==================== regfile_sb_flat
regfile_sb_flat/final_clocks.png
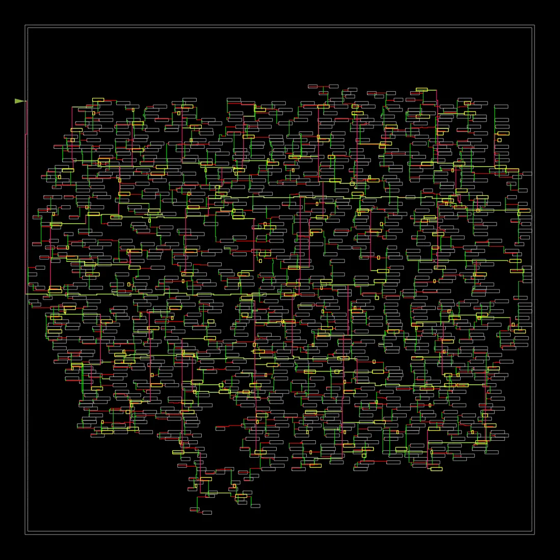

File: src/rtl/mips_pkg.sv
// mips_pkg: datapath-wide widths and the hardwired-zero register index.
package mips_pkg;
  localparam int DATA_W = 32;
  localparam int REG_ADDR_W = 5;
  localparam logic [REG_ADDR_W-1:0] REG_ZERO = 5'd0;
endpackage

File: src/rtl/regfile_sb_if.sv
// regfile_sb_if: decode/writeback bus of the register file with integrated scoreboard.
interface regfile_sb_if #(
  parameter int DATA_W = mips_pkg::DATA_W,
  parameter int ADDR_W = mips_pkg::REG_ADDR_W
);
  logic rd_en;
  logic [ADDR_W-1:0] rd_addr1;
  logic [ADDR_W-1:0] rd_addr2;
  logic [DATA_W-1:0] rd_data1;
  logic [DATA_W-1:0] rd_data2;
  logic rd_valid;
  logic hazard;
  logic wr_en;
  logic [ADDR_W-1:0] wr_addr;
  logic [DATA_W-1:0] wr_data;
  logic iss_en;
  logic [ADDR_W-1:0] iss_addr;
  modport master (
    output rd_en, rd_addr1, rd_addr2, wr_en, wr_addr, wr_data, iss_en, iss_addr,
    input rd_data1, rd_data2, rd_valid, hazard
  );
  modport slave (
    input rd_en, rd_addr1, rd_addr2, wr_en, wr_addr, wr_data, iss_en, iss_addr,
    output rd_data1, rd_data2, rd_valid, hazard
  );
endinterface

File: src/rtl/reg_scoreboard.sv
// reg_scoreboard: busy bit per register, set on issue, cleared on writeback.
module reg_scoreboard #(
  parameter int DEPTH = 32,
  parameter int ADDR_W = $clog2(DEPTH),
  parameter bit ZERO_REG = 1'b1
) (
  input  logic clock,
  input  logic reset,
  input  logic iss_en,
  input  logic [ADDR_W-1:0] iss_addr,
  input  logic wr_en,
  input  logic [ADDR_W-1:0] wr_addr,
  input  logic [ADDR_W-1:0] addr1,
  input  logic [ADDR_W-1:0] addr2,
  output logic pend1,
  output logic pend2
);
  logic [DEPTH-1:0] busy, busyNext;
  // issue is applied after the clear so a same-cycle new producer wins
  always_comb begin
    busyNext = busy;
    if (wr_en) busyNext[wr_addr] = 1'b0;
    if (iss_en && !(ZERO_REG && iss_addr == '0)) busyNext[iss_addr] = 1'b1;
  end
  always_ff @(posedge clock)
    busy <= reset ? '0 : busyNext;
  function automatic logic pend(input logic [ADDR_W-1:0] a);
    return busy[a] && !(wr_en && wr_addr == a) && !(ZERO_REG && a == '0);
  endfunction
  assign pend1 = pend(addr1);
  assign pend2 = pend(addr2);
endmodule

File: src/rtl/regfile_sb.sv
// regfile_sb: 2R/1W register file with registered reads, write bypass and hazard scoreboard.
module regfile_sb #(
  parameter int DATA_W = mips_pkg::DATA_W,
  parameter int DEPTH = 32,
  parameter bit ZERO_REG = 1'b1,
  parameter bit BYPASS = 1'b1
) (
  input logic clock,
  input logic reset,
  regfile_sb_if.slave bus
);
  localparam int ADDR_W = $clog2(DEPTH);
  logic [DATA_W-1:0] mem [DEPTH];
  logic [DATA_W-1:0] src1, src2;
  logic pend1, pend2, accept, wrOk;
  reg_scoreboard #(.DEPTH(DEPTH), .ADDR_W(ADDR_W), .ZERO_REG(ZERO_REG)) scoreboard (
    .clock(clock),
    .reset(reset),
    .iss_en(bus.iss_en),
    .iss_addr(bus.iss_addr),
    .wr_en(bus.wr_en),
    .wr_addr(bus.wr_addr),
    .addr1(bus.rd_addr1),
    .addr2(bus.rd_addr2),
    .pend1(pend1),
    .pend2(pend2)
  );
  assign bus.hazard = bus.rd_en & (pend1 | pend2);
  assign accept = bus.rd_en & ~bus.hazard;
  assign wrOk = bus.wr_en && !(ZERO_REG && bus.wr_addr == '0);
  always_comb begin
    src1 = (ZERO_REG && bus.rd_addr1 == '0) ? '0
         : (BYPASS && bus.wr_en && bus.wr_addr == bus.rd_addr1) ? bus.wr_data : mem[bus.rd_addr1];
    src2 = (ZERO_REG && bus.rd_addr2 == '0) ? '0
         : (BYPASS && bus.wr_en && bus.wr_addr == bus.rd_addr2) ? bus.wr_data : mem[bus.rd_addr2];
  end
  always_ff @(posedge clock) begin
    if (reset) begin
      for (int i = 0; i < DEPTH; i++) mem[i] <= '0;
      bus.rd_data1 <= '0;
      bus.rd_data2 <= '0;
      bus.rd_valid <= 1'b0;
    end else begin
      if (wrOk) mem[bus.wr_addr] <= bus.wr_data;
      bus.rd_valid <= accept;
      if (accept) begin
        bus.rd_data1 <= src1;
        bus.rd_data2 <= src2;
      end
    end
  end
endmodule

File: src/flat_wrapper.sv
// flat-port wrapper written by rule: the top's interface ports become plain ports
module regfile_sb_flat 
#(
  parameter int DATA_W = mips_pkg::DATA_W,
  parameter int DEPTH = 32,
  parameter bit ZERO_REG = 1'b1,
  parameter bit BYPASS = 1'b1
)
  (clock, reset, bus_rd_en, bus_rd_addr1, bus_rd_addr2, bus_wr_en, bus_wr_addr, bus_wr_data, bus_iss_en, bus_iss_addr, bus_rd_data1, bus_rd_data2, bus_rd_valid, bus_hazard);
  regfile_sb_if #(.DATA_W(DATA_W), .ADDR_W(5)) bus_i ();
  input logic clock;
  input logic reset;
  input wire logic [$bits(bus_i.rd_en)-1:0] bus_rd_en;
  input wire logic [$bits(bus_i.rd_addr1)-1:0] bus_rd_addr1;
  input wire logic [$bits(bus_i.rd_addr2)-1:0] bus_rd_addr2;
  input wire logic [$bits(bus_i.wr_en)-1:0] bus_wr_en;
  input wire logic [$bits(bus_i.wr_addr)-1:0] bus_wr_addr;
  input wire logic [$bits(bus_i.wr_data)-1:0] bus_wr_data;
  input wire logic [$bits(bus_i.iss_en)-1:0] bus_iss_en;
  input wire logic [$bits(bus_i.iss_addr)-1:0] bus_iss_addr;
  output wire logic [$bits(bus_i.rd_data1)-1:0] bus_rd_data1;
  output wire logic [$bits(bus_i.rd_data2)-1:0] bus_rd_data2;
  output wire logic [$bits(bus_i.rd_valid)-1:0] bus_rd_valid;
  output wire logic [$bits(bus_i.hazard)-1:0] bus_hazard;
  assign bus_i.rd_en = bus_rd_en;
  assign bus_i.rd_addr1 = bus_rd_addr1;
  assign bus_i.rd_addr2 = bus_rd_addr2;
  assign bus_i.wr_en = bus_wr_en;
  assign bus_i.wr_addr = bus_wr_addr;
  assign bus_i.wr_data = bus_wr_data;
  assign bus_i.iss_en = bus_iss_en;
  assign bus_i.iss_addr = bus_iss_addr;
  assign bus_rd_data1 = bus_i.rd_data1;
  assign bus_rd_data2 = bus_i.rd_data2;
  assign bus_rd_valid = bus_i.rd_valid;
  assign bus_hazard = bus_i.hazard;
  regfile_sb #(.DATA_W(DATA_W), .DEPTH(DEPTH), .ZERO_REG(ZERO_REG), .BYPASS(BYPASS)) u_core (.clock(clock), .reset(reset), .bus(bus_i));
endmodule
File: config.mk
export PLATFORM = sky130hd
export DESIGN_NAME = regfile_sb_flat
export DESIGN_NICKNAME = d
export VERILOG_FILES = /design/src/rtl/mips_pkg.sv /design/src/rtl/regfile_sb_if.sv /design/src/rtl/reg_scoreboard.sv /design/src/rtl/regfile_sb.sv /design/src/flat_wrapper.sv
export SDC_FILE = /design/constraint.sdc
export NUM_CORES = 2
export LEC_CHECK = 0
export CORE_MARGIN = 2
export CORE_UTILIZATION = 35
export CTS_CLUSTER_SIZE = 20
export DETAILED_ROUTE_END_ITERATION = 16
export GPL_TIMING_DRIVEN = 0
export PLACE_DENSITY_LB_ADDON = 0.3
export SYNTH_ARGS = -nofsm -noshare
export SYNTH_HDL_FRONTEND = slang
export SYNTH_SLANG_ARGS = --single-unit
File: constraint.sdc
create_clock -name clock -period 6.4 [get_ports clock]
set_input_delay 1.6 -clock clock [delete_from_list [all_inputs] [get_ports clock]]
set_output_delay 1.6 -clock clock [all_outputs]
set_load 0.01 [all_outputs]
==================== mux8x1_ot
`src/rtl/mux8x1_ot.sv`:
```
// mux8x1_ot: 8-to-1 multiplexer with a combinational output, a one-hot
// decode of the select, and an optionally captured (registered) copy of the
// output and select.
//
// Registered-path semantics: valid_q is a one-cycle marker, not a handshake.
// It is high exactly when Y_q/sel_q were loaded on the most recent rising
// clk edge (en sampled high), and low after any edge where en was low, or
// while/after rst. There is no ready input; the consumer must sample Y_q and
// sel_q whenever valid_q is high.
module mux8x1_ot #(
    parameter int WIDTH = 1
) (
    input  logic             clk,
    input  logic             rst,
    input  logic             en,
    input  logic             S0,
    input  logic             S1,
    input  logic             S2,
    input  logic [WIDTH-1:0] I0,
    input  logic [WIDTH-1:0] I1,
    input  logic [WIDTH-1:0] I2,
    input  logic [WIDTH-1:0] I3,
    input  logic [WIDTH-1:0] I4,
    input  logic [WIDTH-1:0] I5,
    input  logic [WIDTH-1:0] I6,
    input  logic [WIDTH-1:0] I7,
    output logic [WIDTH-1:0] Y,
    output logic [7:0]       dec,
    output logic [WIDTH-1:0] Y_q,
    output logic [2:0]       sel_q,
    output logic             valid_q
);

    // Select index, S2 is the MSB.
    logic [2:0] sel;
    assign sel = {S2, S1, S0};

    // Data path: every code is decoded explicitly, no priority or fall-through.
    always_comb begin
        Y = '0;
        case (sel)
            3'd0: Y = I0;
            3'd1: Y = I1;
            3'd2: Y = I2;
            3'd3: Y = I3;
            3'd4: Y = I4;
            3'd5: Y = I5;
            3'd6: Y = I6;
            3'd7: Y = I7;
            default: Y = '0;
        endcase
    end

    // One-hot decode of the select, independent of clock and reset.
    always_comb begin
        dec = 8'b0000_0000;
        dec[sel] = 1'b1;
    end

    // Capture register: reset clears immediately; en gates the load and
    // valid_q follows en on every edge so it marks only fresh captures.
    always_ff @(posedge clk or posedge rst) begin
        if (rst) begin
            Y_q     <= '0;
            sel_q   <= 3'b000;
            valid_q <= 1'b0;
        end else begin
            valid_q <= en;
            if (en) begin
                Y_q   <= Y;
                sel_q <= sel;
            end
        end
    end

endmodule

```
`config.mk`:
```
export PLATFORM = sky130hd
export DESIGN_NAME = mux8x1_ot
export DESIGN_NICKNAME = d
export VERILOG_FILES = /design/src/rtl/mux8x1_ot.sv
export SDC_FILE = /design/constraint.sdc
export NUM_CORES = 1
export LEC_CHECK = 0
export ABC_AREA = 0
export CAP_MARGIN = 20
export CORE_MARGIN = 10
export CORE_UTILIZATION = 29
export CTS_CLUSTER_SIZE = 28
export DETAILED_ROUTE_END_ITERATION = 8
export MAX_ROUTING_LAYER = met4
export PLACE_DENSITY = 0.7
export RECOVER_POWER = 25
export SYNTH_ARGS = -nofsm -noshare
export SYNTH_HDL_FRONTEND = slang
export SYNTH_SLANG_ARGS = --single-unit
```
`constraint.sdc`:
```
create_clock -name clk -period 0.9 [get_ports clk]
set_input_delay 0.18 -clock clk [delete_from_list [all_inputs] [get_ports clk]]
set_output_delay 0.18 -clock clk [all_outputs]
set_load 0.005 [all_outputs]
```
==================== xor32_descrambler_flat
### src/rtl/xor32_descrambler_if.sv
// Handshake bundle for the XOR descrambler.
//   in_valid/in_data/in_ready    : scrambled word stream from the source
//   out_valid/out_data/out_ready : descrambled word stream to the consumer
// slave  : the descrambler's view (accepts input, drives output)
// master : the environment's view (drives input, consumes output)
interface xor32_descrambler_if;
  localparam int unsigned DATA_W = 32;

  logic              in_valid;
  logic [DATA_W-1:0] in_data;
  logic              in_ready;
  logic              out_valid;
  logic [DATA_W-1:0] out_data;
  logic              out_ready;

  modport slave (
    input  in_valid,
    input  in_data,
    output in_ready,
    output out_valid,
    output out_data,
    input  out_ready
  );

  modport master (
    output in_valid,
    output in_data,
    input  in_ready,
    input  out_valid,
    input  out_data,
    output out_ready
  );
endinterface

### src/rtl/xor32_descrambler.sv
// Receive-side XOR descrambler: out_data = in_data ^ key, where key is the
// state of a 32-bit Fibonacci LFSR that steps once per accepted word.
// One registered output stage, latency 1, full throughput with backpressure.
// Ports:
//   clk, rst     : clock, synchronous active-high reset
//   seed_we/seed : load LFSR seed (zero seed maps to 1), clears pending word
//   bus          : in_* / out_* valid-ready handshakes (slave modport)
//   locked       : block has been seeded and is running
//   word_cnt     : words accepted since the last seed or reset (wraps)
module xor32_descrambler #(
  parameter logic [31:0] TAPS  = 32'h80200003,
  parameter int unsigned CNT_W = 16
) (
  input  logic                 clk,
  input  logic                 rst,
  input  logic                 seed_we,
  input  logic [31:0]          seed,
  xor32_descrambler_if.slave   bus,
  output logic                 locked,
  output logic [CNT_W-1:0]     word_cnt
);

  localparam int unsigned DATA_W = 32;

  localparam logic [0:0] IDLE = 1'b0;
  localparam logic [0:0] RUN  = 1'b1;

  logic [0:0]        state;
  logic [0:0]        state_nxt;
  logic [DATA_W-1:0] lfsr;
  logic [DATA_W-1:0] lfsr_nxt;
  logic [DATA_W-1:0] out_data_q;
  logic              out_valid_q;
  logic [CNT_W-1:0]  word_cnt_q;
  logic              accept_c;

  // State register
  always_ff @(posedge clk) begin
    if (rst) begin
      state <= IDLE;
    end else begin
      state <= state_nxt;
    end
  end

  // Next state: any seed load starts (or restarts) the keystream
  always_comb begin
    state_nxt = state;
    case (state)
      IDLE:    if (seed_we) state_nxt = RUN;
      RUN:     state_nxt = RUN;
      default: state_nxt = IDLE;
    endcase
  end

  // Ready only when running, not seeding, and the output slot is free or draining
  assign bus.in_ready = (state == RUN) && !seed_we && (!out_valid_q || bus.out_ready);
  assign accept_c     = bus.in_valid && bus.in_ready;

  // Fibonacci step: feedback is the parity of the tapped bits, shifted in at bit 0
  assign lfsr_nxt = {lfsr[DATA_W-2:0], ^(lfsr & TAPS)};

  // Keystream, output register and word counter
  always_ff @(posedge clk) begin
    if (rst) begin
      lfsr        <= '0;
      out_valid_q <= 1'b0;
      out_data_q  <= '0;
      word_cnt_q  <= '0;
    end else if (seed_we) begin
      // All-zero state would lock the LFSR, so a zero seed is mapped to 1
      lfsr        <= (seed == '0) ? DATA_W'(1) : seed;
      out_valid_q <= 1'b0;
      word_cnt_q  <= '0;
    end else if (accept_c) begin
      out_data_q  <= bus.in_data ^ lfsr;
      out_valid_q <= 1'b1;
      lfsr        <= lfsr_nxt;
      word_cnt_q  <= word_cnt_q + CNT_W'(1);
    end else if (out_valid_q && bus.out_ready) begin
      out_valid_q <= 1'b0;
    end
  end

  assign bus.out_valid = out_valid_q;
  assign bus.out_data  = out_data_q;
  assign word_cnt      = word_cnt_q;
  assign locked        = (state == RUN);

endmodule

### src/flat_wrapper.sv
// flat-port wrapper written by rule: the top's interface ports become plain ports
module xor32_descrambler_flat 
#(
  parameter logic [31:0] TAPS  = 32'h80200003,
  parameter int unsigned CNT_W = 16
)
  (clk, rst, seed_we, seed, locked, word_cnt, bus_in_valid, bus_in_data, bus_in_ready, bus_out_valid, bus_out_data, bus_out_ready);
  xor32_descrambler_if bus_i ();
  input  logic clk;
  input  logic rst;
  input  logic seed_we;
  input  logic [31:0] seed;
  output logic locked;
  output logic [CNT_W-1:0] word_cnt;
  input wire logic [$bits(bus_i.in_valid)-1:0] bus_in_valid;
  input wire logic [$bits(bus_i.in_data)-1:0] bus_in_data;
  output wire logic [$bits(bus_i.in_ready)-1:0] bus_in_ready;
  output wire logic [$bits(bus_i.out_valid)-1:0] bus_out_valid;
  output wire logic [$bits(bus_i.out_data)-1:0] bus_out_data;
  input wire logic [$bits(bus_i.out_ready)-1:0] bus_out_ready;
  assign bus_i.in_valid = bus_in_valid;
  assign bus_i.in_data = bus_in_data;
  assign bus_in_ready = bus_i.in_ready;
  assign bus_out_valid = bus_i.out_valid;
  assign bus_out_data = bus_i.out_data;
  assign bus_i.out_ready = bus_out_ready;
  xor32_descrambler #(.TAPS(TAPS), .CNT_W(CNT_W)) u_core (.clk(clk), .rst(rst), .seed_we(seed_we), .seed(seed), .bus(bus_i), .locked(locked), .word_cnt(word_cnt));
endmodule
### config.mk
export PLATFORM = sky130hd
export DESIGN_NAME = xor32_descrambler_flat
export DESIGN_NICKNAME = d
export VERILOG_FILES = /design/src/rtl/xor32_descrambler_if.sv /design/src/rtl/xor32_descrambler.sv /design/src/flat_wrapper.sv
export SDC_FILE = /design/constraint.sdc
export NUM_CORES = 1
export LEC_CHECK = 0
export CAP_MARGIN = 20
export CORE_UTILIZATION = 35
export CTS_CLUSTER_SIZE = 12
export DETAILED_ROUTE_END_ITERATION = 7
export DONT_BUFFER_PORTS = 1
export GPL_ROUTABILITY_DRIVEN = 1
export PLACE_DENSITY_LB_ADDON = 0.25
export SYNTH_ARGS = -nofsm -noshare
export SYNTH_HDL_FRONTEND = slang
export SYNTH_SLANG_ARGS = --single-unit
### constraint.sdc
create_clock -name clk -period 2.2 [get_ports clk]
set_input_delay 0.66 -clock clk [delete_from_list [all_inputs] [get_ports clk]]
set_output_delay 0.66 -clock clk [all_outputs]
set_load 0.01 [all_outputs]
==================== serial_frame_arbiter_flat
$ cat config.mk
export PLATFORM = sky130hd
export DESIGN_NAME = serial_frame_arbiter_flat
export DESIGN_NICKNAME = d
export VERILOG_FILES = /design/src/rtl/serial_frame_if.sv /design/src/rtl/serial_frame_arbiter.sv /design/src/flat_wrapper.sv
export SDC_FILE = /design/constraint.sdc
export NUM_CORES = 1
export LEC_CHECK = 0
export CAP_MARGIN = 30
export CORE_ASPECT_RATIO = 0.8
export CORE_MARGIN = 2
export CORE_UTILIZATION = 47
export DETAILED_ROUTE_END_ITERATION = 10
export PLACE_DENSITY_LB_ADDON = 0.08
export SETUP_SLACK_MARGIN = 0.3
export SLEW_MARGIN = 20
export SYNTH_ARGS = -nofsm -noshare
export SYNTH_HDL_FRONTEND = slang
export SYNTH_SLANG_ARGS = --single-unit
export TNS_END_PERCENT = 50
$ cat constraint.sdc
create_clock -name clk_12MHz -period 2.63 [get_ports clk_12MHz]
set_input_delay 0.6575 -clock clk_12MHz [delete_from_list [all_inputs] [get_ports clk_12MHz]]
set_output_delay 0.6575 -clock clk_12MHz [all_outputs]
set_load 0.01 [all_outputs]
$ cat src/rtl/serial_frame_if.sv
// Handshake bundle between the pulse-identifier channels, the frame arbiter
// and the uart_tx byte transmitter.
interface serial_frame_if #(
    parameter int N_SRC   = 2,
    parameter int PULSE_W = 17
);
    logic [N_SRC-1:0]           req;
    logic [N_SRC*3*PULSE_W-1:0] fields;
    logic [N_SRC-1:0]           ack;
    logic [7:0]                 tx_data;
    logic                       tx_start;
    logic                       tx_ready;
    logic                       busy;
    logic [2:0]                 grant_id;

    // Arbiter side: consumes requests and tx_ready, drives acks and the byte stream.
    modport master (
        input  req, fields, tx_ready,
        output ack, tx_data, tx_start, busy, grant_id
    );

    // Environment side: channels and transmitter.
    modport slave (
        output req, fields, tx_ready,
        input  ack, tx_data, tx_start, busy, grant_id
    );
endinterface

$ cat src/rtl/serial_frame_arbiter.sv
// Round-robin arbiter sharing one uart_tx between N_SRC pulse-identifier
// channels. The winner's three fields are latched into a shadow register and
// sent as one frame: SYNC_BYTES x 0x00, {5'b0, id}, then pulse_id_0,
// pulse_id_1 and polynomial as 3 bytes each, MSB first.
// Interface widths must match N_SRC / PULSE_W given here.
module serial_frame_arbiter #(
    parameter int N_SRC      = 2,
    parameter int PULSE_W    = 17,
    parameter int SYNC_BYTES = 4
) (
    input  logic              clk_12MHz,
    input  logic              reset,
    serial_frame_if.master    bus
);
    localparam int FW   = 3 * PULSE_W;
    localparam int LAST = SYNC_BYTES + 9;   // index of the final frame byte

    typedef enum logic [2:0] {IDLE, GRANT, SEND, WAIT_LOW, DRAIN} state_t;

    state_t          state;
    logic [2:0]      rr_ptr;
    logic [4:0]      byte_cnt;
    logic [FW-1:0]   shadow;

    logic            found;
    logic [2:0]      pick;
    logic [FW-1:0]   pick_fields;
    logic [23:0]     ext0, ext1, ext2;
    logic [79:0]     payload;
    logic [7:0]      cur_byte;

    // Round-robin scan starting just after the last served channel.
    always_comb begin
        found = 1'b0;
        pick  = '0;
        for (int k = 1; k <= N_SRC; k++) begin
            for (int i = 0; i < N_SRC; i++) begin
                if (!found && bus.req[i] && i == (int'(rr_ptr) + k) % N_SRC) begin
                    found = 1'b1;
                    pick  = 3'(i);
                end
            end
        end
    end

    // Mux out the winner's field group for the shadow register.
    always_comb begin
        pick_fields = '0;
        for (int i = 0; i < N_SRC; i++) begin
            if (pick == 3'(i)) pick_fields = bus.fields[i*FW +: FW];
        end
    end

    // Frame byte for the current byte_cnt; fields are zero-extended to 24 bits.
    always_comb begin
        ext0 = '0;
        ext1 = '0;
        ext2 = '0;
        ext0[PULSE_W-1:0] = shadow[PULSE_W-1:0];
        ext1[PULSE_W-1:0] = shadow[2*PULSE_W-1:PULSE_W];
        ext2[PULSE_W-1:0] = shadow[3*PULSE_W-1:2*PULSE_W];
        payload = {5'b0, bus.grant_id, ext0, ext1, ext2};
        if (byte_cnt < 5'(SYNC_BYTES)) cur_byte = 8'h00;
        else                           cur_byte = payload[8*(LAST - int'(byte_cnt)) +: 8];
    end

    // Control FSM with registered outputs. tx_data is loaded together with
    // tx_start, so it never moves while the transmitter is busy.
    always_ff @(posedge clk_12MHz) begin
        if (reset) begin
            state        <= IDLE;
            rr_ptr       <= 3'(N_SRC - 1);
            byte_cnt     <= '0;
            shadow       <= '0;
            bus.ack      <= '0;
            bus.tx_start <= 1'b0;
            bus.tx_data  <= 8'h00;
            bus.busy     <= 1'b0;
            bus.grant_id <= '0;
        end else begin
            bus.ack      <= '0;
            bus.tx_start <= 1'b0;
            case (state)
                IDLE: if (found) begin
                    shadow       <= pick_fields;
                    bus.grant_id <= pick;
                    for (int i = 0; i < N_SRC; i++) bus.ack[i] <= (pick == 3'(i));
                    bus.busy     <= 1'b1;
                    rr_ptr       <= pick;
                    state        <= GRANT;
                end
                GRANT: begin
                    byte_cnt <= '0;
                    state    <= SEND;
                end
                SEND: if (bus.tx_ready) begin
                    bus.tx_data  <= cur_byte;
                    bus.tx_start <= 1'b1;
                    state        <= WAIT_LOW;
                end
                WAIT_LOW: if (!bus.tx_ready) begin
                    if (byte_cnt < 5'(LAST)) begin
                        byte_cnt <= byte_cnt + 5'd1;
                        state    <= SEND;
                    end else begin
                        state <= DRAIN;
                    end
                end
                DRAIN: if (bus.tx_ready) begin
                    bus.busy <= 1'b0;
                    state    <= IDLE;
                end
                default: state <= IDLE;
            endcase
        end
    end
endmodule

$ cat src/flat_wrapper.sv
// flat-port wrapper written by rule: the top's interface ports become plain ports
module serial_frame_arbiter_flat 
#(
    parameter int N_SRC      = 2,
    parameter int PULSE_W    = 17,
    parameter int SYNC_BYTES = 4
)
  (clk_12MHz, reset, bus_req, bus_fields, bus_tx_ready, bus_ack, bus_tx_data, bus_tx_start, bus_busy, bus_grant_id);
  serial_frame_if #(.N_SRC(N_SRC), .PULSE_W(PULSE_W)) bus_i ();
  input  logic clk_12MHz;
  input  logic reset;
  input wire logic [$bits(bus_i.req)-1:0] bus_req;
  input wire logic [$bits(bus_i.fields)-1:0] bus_fields;
  input wire logic [$bits(bus_i.tx_ready)-1:0] bus_tx_ready;
  output wire logic [$bits(bus_i.ack)-1:0] bus_ack;
  output wire logic [$bits(bus_i.tx_data)-1:0] bus_tx_data;
  output wire logic [$bits(bus_i.tx_start)-1:0] bus_tx_start;
  output wire logic [$bits(bus_i.busy)-1:0] bus_busy;
  output wire logic [$bits(bus_i.grant_id)-1:0] bus_grant_id;
  assign bus_i.req = bus_req;
  assign bus_i.fields = bus_fields;
  assign bus_i.tx_ready = bus_tx_ready;
  assign bus_ack = bus_i.ack;
  assign bus_tx_data = bus_i.tx_data;
  assign bus_tx_start = bus_i.tx_start;
  assign bus_busy = bus_i.busy;
  assign bus_grant_id = bus_i.grant_id;
  serial_frame_arbiter #(.N_SRC(N_SRC), .PULSE_W(PULSE_W), .SYNC_BYTES(SYNC_BYTES)) u_core (.clk_12MHz(clk_12MHz), .reset(reset), .bus(bus_i));
endmodule
serial_frame_arbiter_flat/final_clocks.png
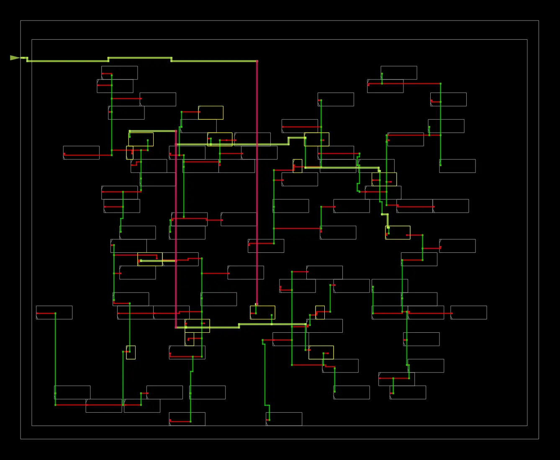
TritonCTS buffer count: 9
number of sinks driven by the clock tree: 73
clock skew after layout: 0.00727 ns
sequential cells: 73
Clock Latency Late Sink: 0.34 ns

==> results.sh, serial_frame_arbiter_flat <==
# implementation run metrics
export IMPL_n_antenna_cell=0
export IMPL_worst_vdd_drop_mv=0.304
export IMPL_layout_top_cell="sky130_fd_sc_hd__clkdlybuf4s50_1"
export IMPL_switching_share_pct=28.7
export IMPL_detail_route_wirelength_um=9380
export IMPL_routedWlPerCell_um=15.3
export IMPL_netlist_area_leader_share_pct=37.5
export IMPL_drive_gt1_share_pct=13.6
export IMPL_run_status="complete, no violations"
export IMPL_placer_congestion_estimate=0.845
export IMPL_synth_async_sr_flop_share_pct=0
export IMPL_grt_most_used_layer="met2"
export IMPL_htreeDepth=3
export IMPL_detailroute_wirelength_met3_um=764
export IMPL_timing_fmax_mhz=502
export IMPL_setup_tns_final_ns=0
export IMPL_floorplan_core_util_pct=48.9
==> serial_frame_arbiter_flat: path summary, 6_finish.rpt <==
| path | cells past startpoint | from | to |
|---|---|---|---|
| setup / recovery | 5 | bus_tx_ready | u_core.bus.tx_data[0]$_SDFFE_PP0P_ |
| hold / removal | 1 | u_core.bus.tx_data[2]$_SDFFE_PP0P_ | u_core.bus.tx_data[2]$_SDFFE_PP0P_ |
| setup reg to reg | 6 | u_core.byte_cnt[1]$_SDFFE_PP0P_ | u_core.bus.tx_data[7]$_SDFFE_PP0P_ |
| hold reg to reg | 1 | u_core.bus.tx_data[2]$_SDFFE_PP0P_ | u_core.bus.tx_data[2]$_SDFFE_PP0P_ |
==> serial_frame_arbiter_flat: layout make-up <==
class / count / area [um^2]
fillers: 655 / 2690
multi-input cells: 285 / 2190
flip-flops and latches: 73 / 1460
repair buffers: 131 / 1340
clock buffers: 11 / 141
well taps: 108 / 135
clock inverters: 4 / 20.0
inverters: 3 / 11.3
==> serial_frame_arbiter_flat: metrics by stage <==
step | utilization (%) | hold slack (ns)
finish | 66.4 | 0.473
global route | 66.4 | 0.497
CTS | 66.4 | 0.474
detailed placement | 64.3 | 0.458
global placement | 64.3 | 0.451
floorplan | - | 0.475
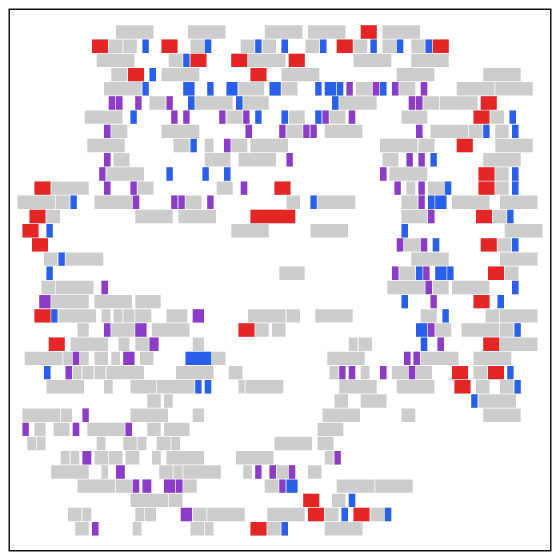
xor32_descrambler_flat/gate_families.png
| family | color | cells | most used |
|---|---|---|---|
| NOR gates | blue | 71 | nor2_1 |
| NAND gates | purple | 80 | nand2_1 |
| XOR/XNOR gates | red | 36 | xnor2_1 |

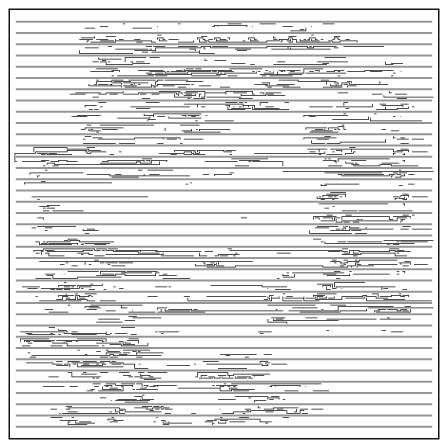
xor32_descrambler_flat/met1.png
Supply wires on this layer in gray.
wire length on this layer: 3900 um
longest straight run: 51.5 um
share of all routed wire: 45%

==> results.sh, xor32_descrambler_flat <==
# implementation run metrics
export IMPL_cells_on_worst_hold_path=1
export IMPL_topCombFamilyByArea="simple AND/OR/NAND/NOR gates"
export IMPL_most_common_layout_cells="sky130_fd_sc_hd__dfxtp_1, sky130_fd_sc_hd__nand2_1, sky130_fd_sc_hd__nor2_1, sky130_fd_sc_hd__a211oi_1, sky130_fd_sc_hd__xnor2_1"
export IMPL_min_hold_slack_ns=0.372
export IMPL_width_of_the_die_um=104
export IMPL_number_of_rows_created_at_floorplan=36
export IMPL_path_clk_slew_ns=0.08
export IMPL_synthesis_area_per_instance_um2=8.54
export IMPL_placer_congestion_estimate=0.750
export IMPL_comb_cells=307
export IMPL_dpl_cell_count=536
export IMPL_worst_slew_pin_transition_ns=0.403
export IMPL_netlist_area_leader_share_pct=45.5
export IMPL_seq_area_share_pct=41.3
export IMPL_yosys_area_um2=3610
export IMPL_p_per_area_nw_per_um2=728
export IMPL_worst_r2r_path_depth=5
export IMPL_synth_warnings=0
export IMPL_synthAdderAreaFrac_pct=0.347
export IMPL_cts_tree="done"
export IMPL_overflow_left_after_global_routing=0
export IMPL_postSynth_topFlopCell="sky130_fd_sc_hd__dfxtp_1"
export IMPL_netlist_top_cell_by_instances="sky130_fd_sc_hd__dfxtp_1"
export IMPL_run_status="complete, no violations"
export IMPL_cts_root_buffer_cell="sky130_fd_sc_hd__clkbuf_8"
-- xor32_descrambler_flat: where the power goes --
group          internal [mW]  switching (mW)  leakage (nW)
combinational          0.131           0.114         0.459
clock                  0.466           0.549        0.0988
sequential              1.55          0.0740         0.672
-- xor32_descrambler_flat: per-layer routing --
| metal | GRT usage, % | up-vias |
|---|---|---|
| met5 | 0 | - |
| met4 | 6.42 | 0 |
| met3 | 5.98 | 12 |
| met2 | 24.7 | 85 |
| met1 | 20.6 | 1337 |
| li1 | - | 1501 |
-- xor32_descrambler_flat: worst reg2reg max path, cell delays in order, from the launching register on --
cell,delay (ns)
sky130_fd_sc_hd__dfxtp_1,0.45
sky130_fd_sc_hd__ha_1,0.19
sky130_fd_sc_hd__nand4_1,0.29
sky130_fd_sc_hd__buf_4,0.27
sky130_fd_sc_hd__or3_1,0.34
sky130_fd_sc_hd__a21oi_1,0.15
-- xor32_descrambler_flat: flip-flops by register name, indices dropped and copies added (netlist names) --
| name | count |
|---|---|
| u_core.bus.out_valid | 1 |
| u_core.word_cnt | 16 |
| u_core.locked | 1 |
| u_core.bus.out_data | 32 |
| u_core.lfsr | 32 |
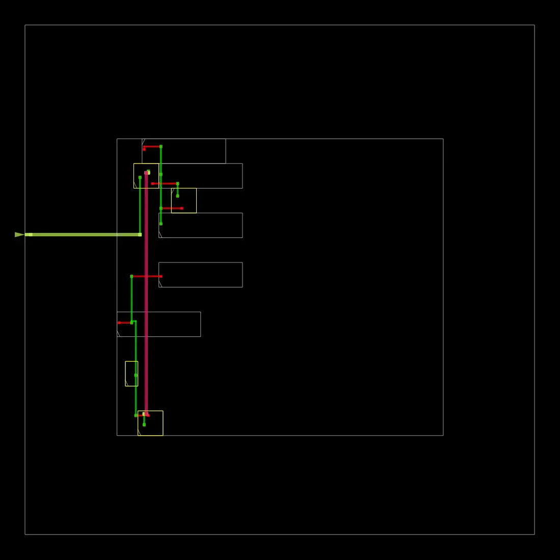
mux8x1_ot/final_clocks.png
clock buffer count: 4
number of sinks driven by the clock tree: 5

==> results.sh, mux8x1_ot <==
# implementation run metrics
export IMPL_port_buffers=27
export IMPL_violations="negative setup slack"
export IMPL_run_status="finished with violations"
export IMPL_postSynth_topFlopCell="sky130_fd_sc_hd__dfrtp_1"
export IMPL_postCtsSetupBuffers=2
export IMPL_layout_top_cell="sky130_fd_sc_hd__buf_2"
export IMPL_min_hold_slack_ns=0.261
export IMPL_grt_max_degree=9
export IMPL_synthesized_area_um2=377
export IMPL_layout_cells_largest_class="non-clock buffers"
export IMPL_fin_nets=86
export IMPL_drt_initial_drc_count=0
export IMPL_grt_setup_unrepaired="yes"
export IMPL_setup_viol=13
export IMPL_switchingPower_uw=202
export IMPL_design_area_um2=688
export IMPL_worst_r2r_path_depth=1
export IMPL_report_power_total_uw=774
export IMPL_met2_usage_pct=12.0
export IMPL_synthesis_area_per_instance_um2=11.4
export IMPL_setup_ws_ns=-0.298
export IMPL_critical_path_required_ns=0.72
-- mux8x1_ot: critical path: cells and delay by family --
| kind | cells | cell delay, ns |
|---|---|---|
| and+or+nand+nor | 1 | 0.11 |
| buffers and inverters | 2 | 0.25 |
| AOI/OAI and AO/OA | 2 | 0.48 |
-- mux8x1_ot: power groups by stage --
stage                     clock network [mW]  registers [mW]  logic (mW)
after floorplan                            0           0.265       0.106
after global placement                     0           0.263       0.299
final                                  0.261           0.260       0.253
after global routing                   0.299           0.262       0.277
after CTS                              0.272           0.259       0.256
after detailed placement                   0           0.263       0.301
-- mux8x1_ot: per-layer routing --
metal | share of wire (%) | wire (um)
met5 | 0 | 0
met4 | 2.1 | 26
met1 | 51 | 619
met2 | 42 | 514
met3 | 5.0 | 61
-- mux8x1_ot: kinds of logic (layout without fill, tap and decap cells) --
group | Yosys count | after routing | synth area share (%)
and+or+nand+nor | 14 | 14 | 31.6
muxes | 5 | 5 | 15.6
DFF | 5 | 5 | 33.2
buffers and inverters | 5 | 43 | 8.31
AOI/OAI and AO/OA | 4 | 4 | 11.3
-- mux8x1_ot: state kept, by name, summed over array words and instances, names as in the netlist --
register / cells
Y_q: 1
sel_q: 3
valid_q: 1
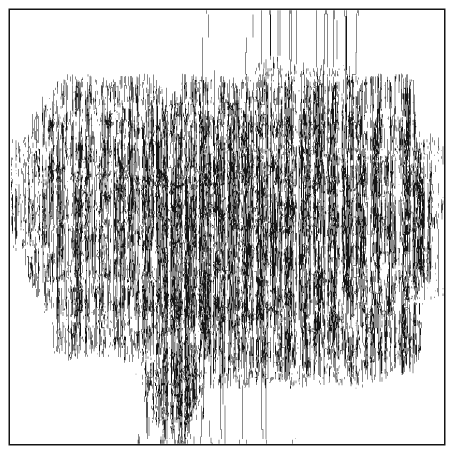
regfile_sb_flat/met2.png
wire length on this layer: 99.3 mm
share of all routed wire: 45%
main direction: vertical
longest straight run: 188 um

## Picture notes: regfile_sb_flat/final_clocks.png
Clock Latency Late Sink: 0.77 ns
clock buffer count: 155

==> results.sh, regfile_sb_flat <==
# implementation run metrics
export IMPL_worst_slew_pin_transition_ns=1.49
export IMPL_stdcell_count=6517
export IMPL_switching_share_pct=26.2
export IMPL_routedWlPerCell_um=33.8
export IMPL_grt_pass1_vias=38000
export IMPL_cts_tree="done"
export IMPL_remaining_drc_errors=0
export IMPL_ys_sh_mux_pct=23.5
export IMPL_simple_gate_share_pct=13.9
export IMPL_postCtsSetupBuffers=0
export IMPL_yosys_area_um2=58500
export IMPL_post_synth_top_cells="sky130_fd_sc_hd__edfxtp_1, sky130_fd_sc_hd__and2_1, sky130_fd_sc_hd__mux4_2, sky130_fd_sc_hd__clkbuf_1, sky130_fd_sc_hd__o22ai_1"
export IMPL_violations="max-capacitance violations"
export IMPL_antenna_found_initial=7
export IMPL_max_cap_viol_count=2
export IMPL_static_leakage_power_nw=22.2
export IMPL_detailed_route_wirelength_on_metal2_um=99300
export IMPL_dpl_cell_count=6285
export IMPL_die_footprint_um2=170000
export IMPL_slew_limit_headroom_pct=0.472
export IMPL_run_status="finished with violations"
export IMPL_ys_cells=3932
export IMPL_overflow_left_after_global_routing=0
export IMPL_synthesized_area_um2=58500
export IMPL_inverters=7
export IMPL_synth_largest_area_cell="sky130_fd_sc_hd__edfxtp_1"
export IMPL_timing_critical_path_from_type="primary input"
export IMPL_grt_most_used_layer="met2"
export IMPL_final_min_period_over_clock_period_pct=99.8
export IMPL_grt_first_pass_wirelength_um=300000
regfile_sb_flat: registers in the layout, summed over array words and instances, names as in the netlist:
signal / flops
u_core.bus.rd_data2: 32
u_core.bus.rd_valid: 1
u_core.mem: 1024
u_core.bus.rd_data1: 32
u_core.scoreboard.busy: 32
regfile_sb_flat: critical path, stage by stage:
cell                              delay [ns]
sky130_fd_sc_hd__clkdlybuf4s50_1        0.56
sky130_fd_sc_hd__xor2_1                 0.21
sky130_fd_sc_hd__nor4_1                 0.23
sky130_fd_sc_hd__and3_1                 0.18
sky130_fd_sc_hd__buf_1                  0.96
sky130_fd_sc_hd__nor3_1                 0.15
sky130_fd_sc_hd__a31oi_1                0.34
sky130_fd_sc_hd__nor2_1                 0.07
sky130_fd_sc_hd__clkdlybuf4s50_1        0.49
regfile_sb_flat: power groups by stage:
stage / combinational (mW) / sequential (mW) / clock, mW
after floorplan: 1.30 / 8.68 / 0
after global placement: 2.25 / 8.73 / 0
after detailed placement: 2.27 / 8.75 / 0
after CTS: 2.28 / 8.60 / 7.16
after global routing: 2.35 / 8.64 / 7.42
final: 2.31 / 8.60 / 7.15

==> notes/layouts.md <==
Pictures saved along the way, in no particular order.

Signal wires on met3.
(a)
The bar under the picture is 20 um long. Cells faint in the background.
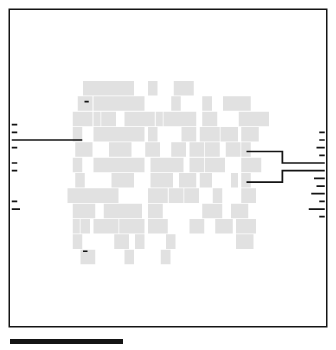
(b)
The bar under the picture is 100 um long. Cells faint in the background.
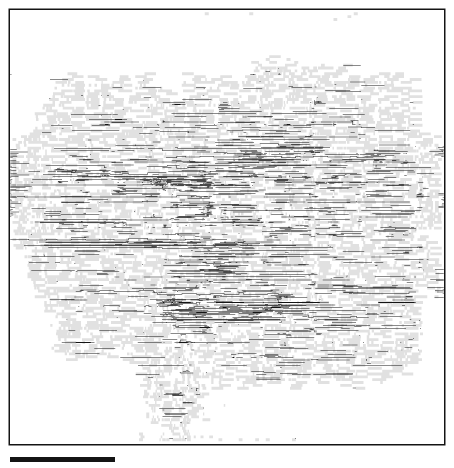
(c)
The bar under the picture is 20 um long. Cells faint in the background.
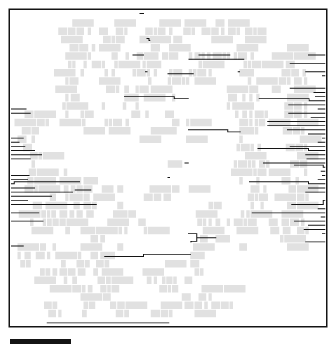
(d)
The bar under the picture is 20 um long. Cells faint in the background.
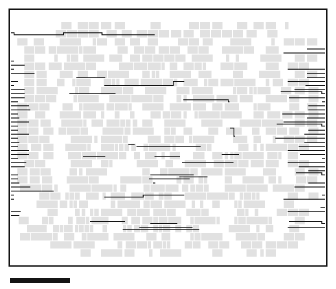
(d): serial_frame_arbiter_flat
(a): mux8x1_ot
(b): regfile_sb_flat
(c): xor32_descrambler_flat
Of these, smallest die: (a)
Of these, largest die: (b)

Key to (a):
nets with wire on the layer: 21
longest straight run: 12.2 um
share of all routed wire: 5.0%
wire length on this layer: 61.1 um
main direction: horizontal



==> notes/layouts.md <==
Pictures saved along the way, in no particular order.

Signal wires on met1.
Supply wires on this layer in gray.
picture 1
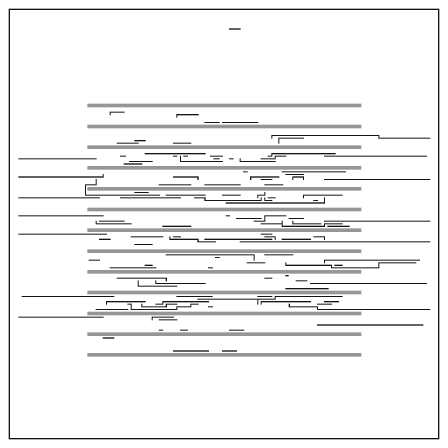
picture 2
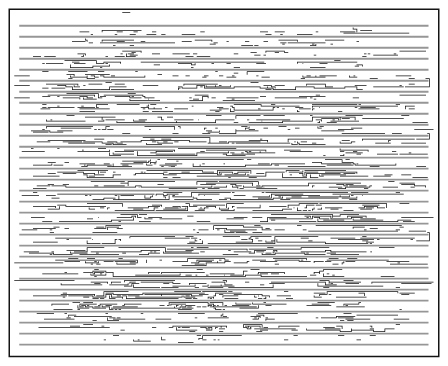
picture 3
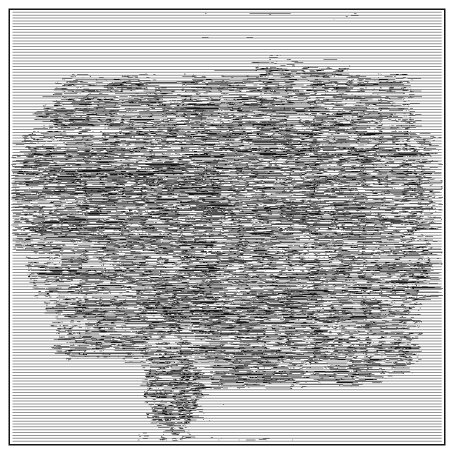
picture 3: regfile_sb_flat
picture 1: mux8x1_ot
picture 2: serial_frame_arbiter_flat

Key to picture 2:
share of all routed wire: 47%
main direction: horizontal
nets with wire on the layer: 529

Power and IR drop assume default switching activity.
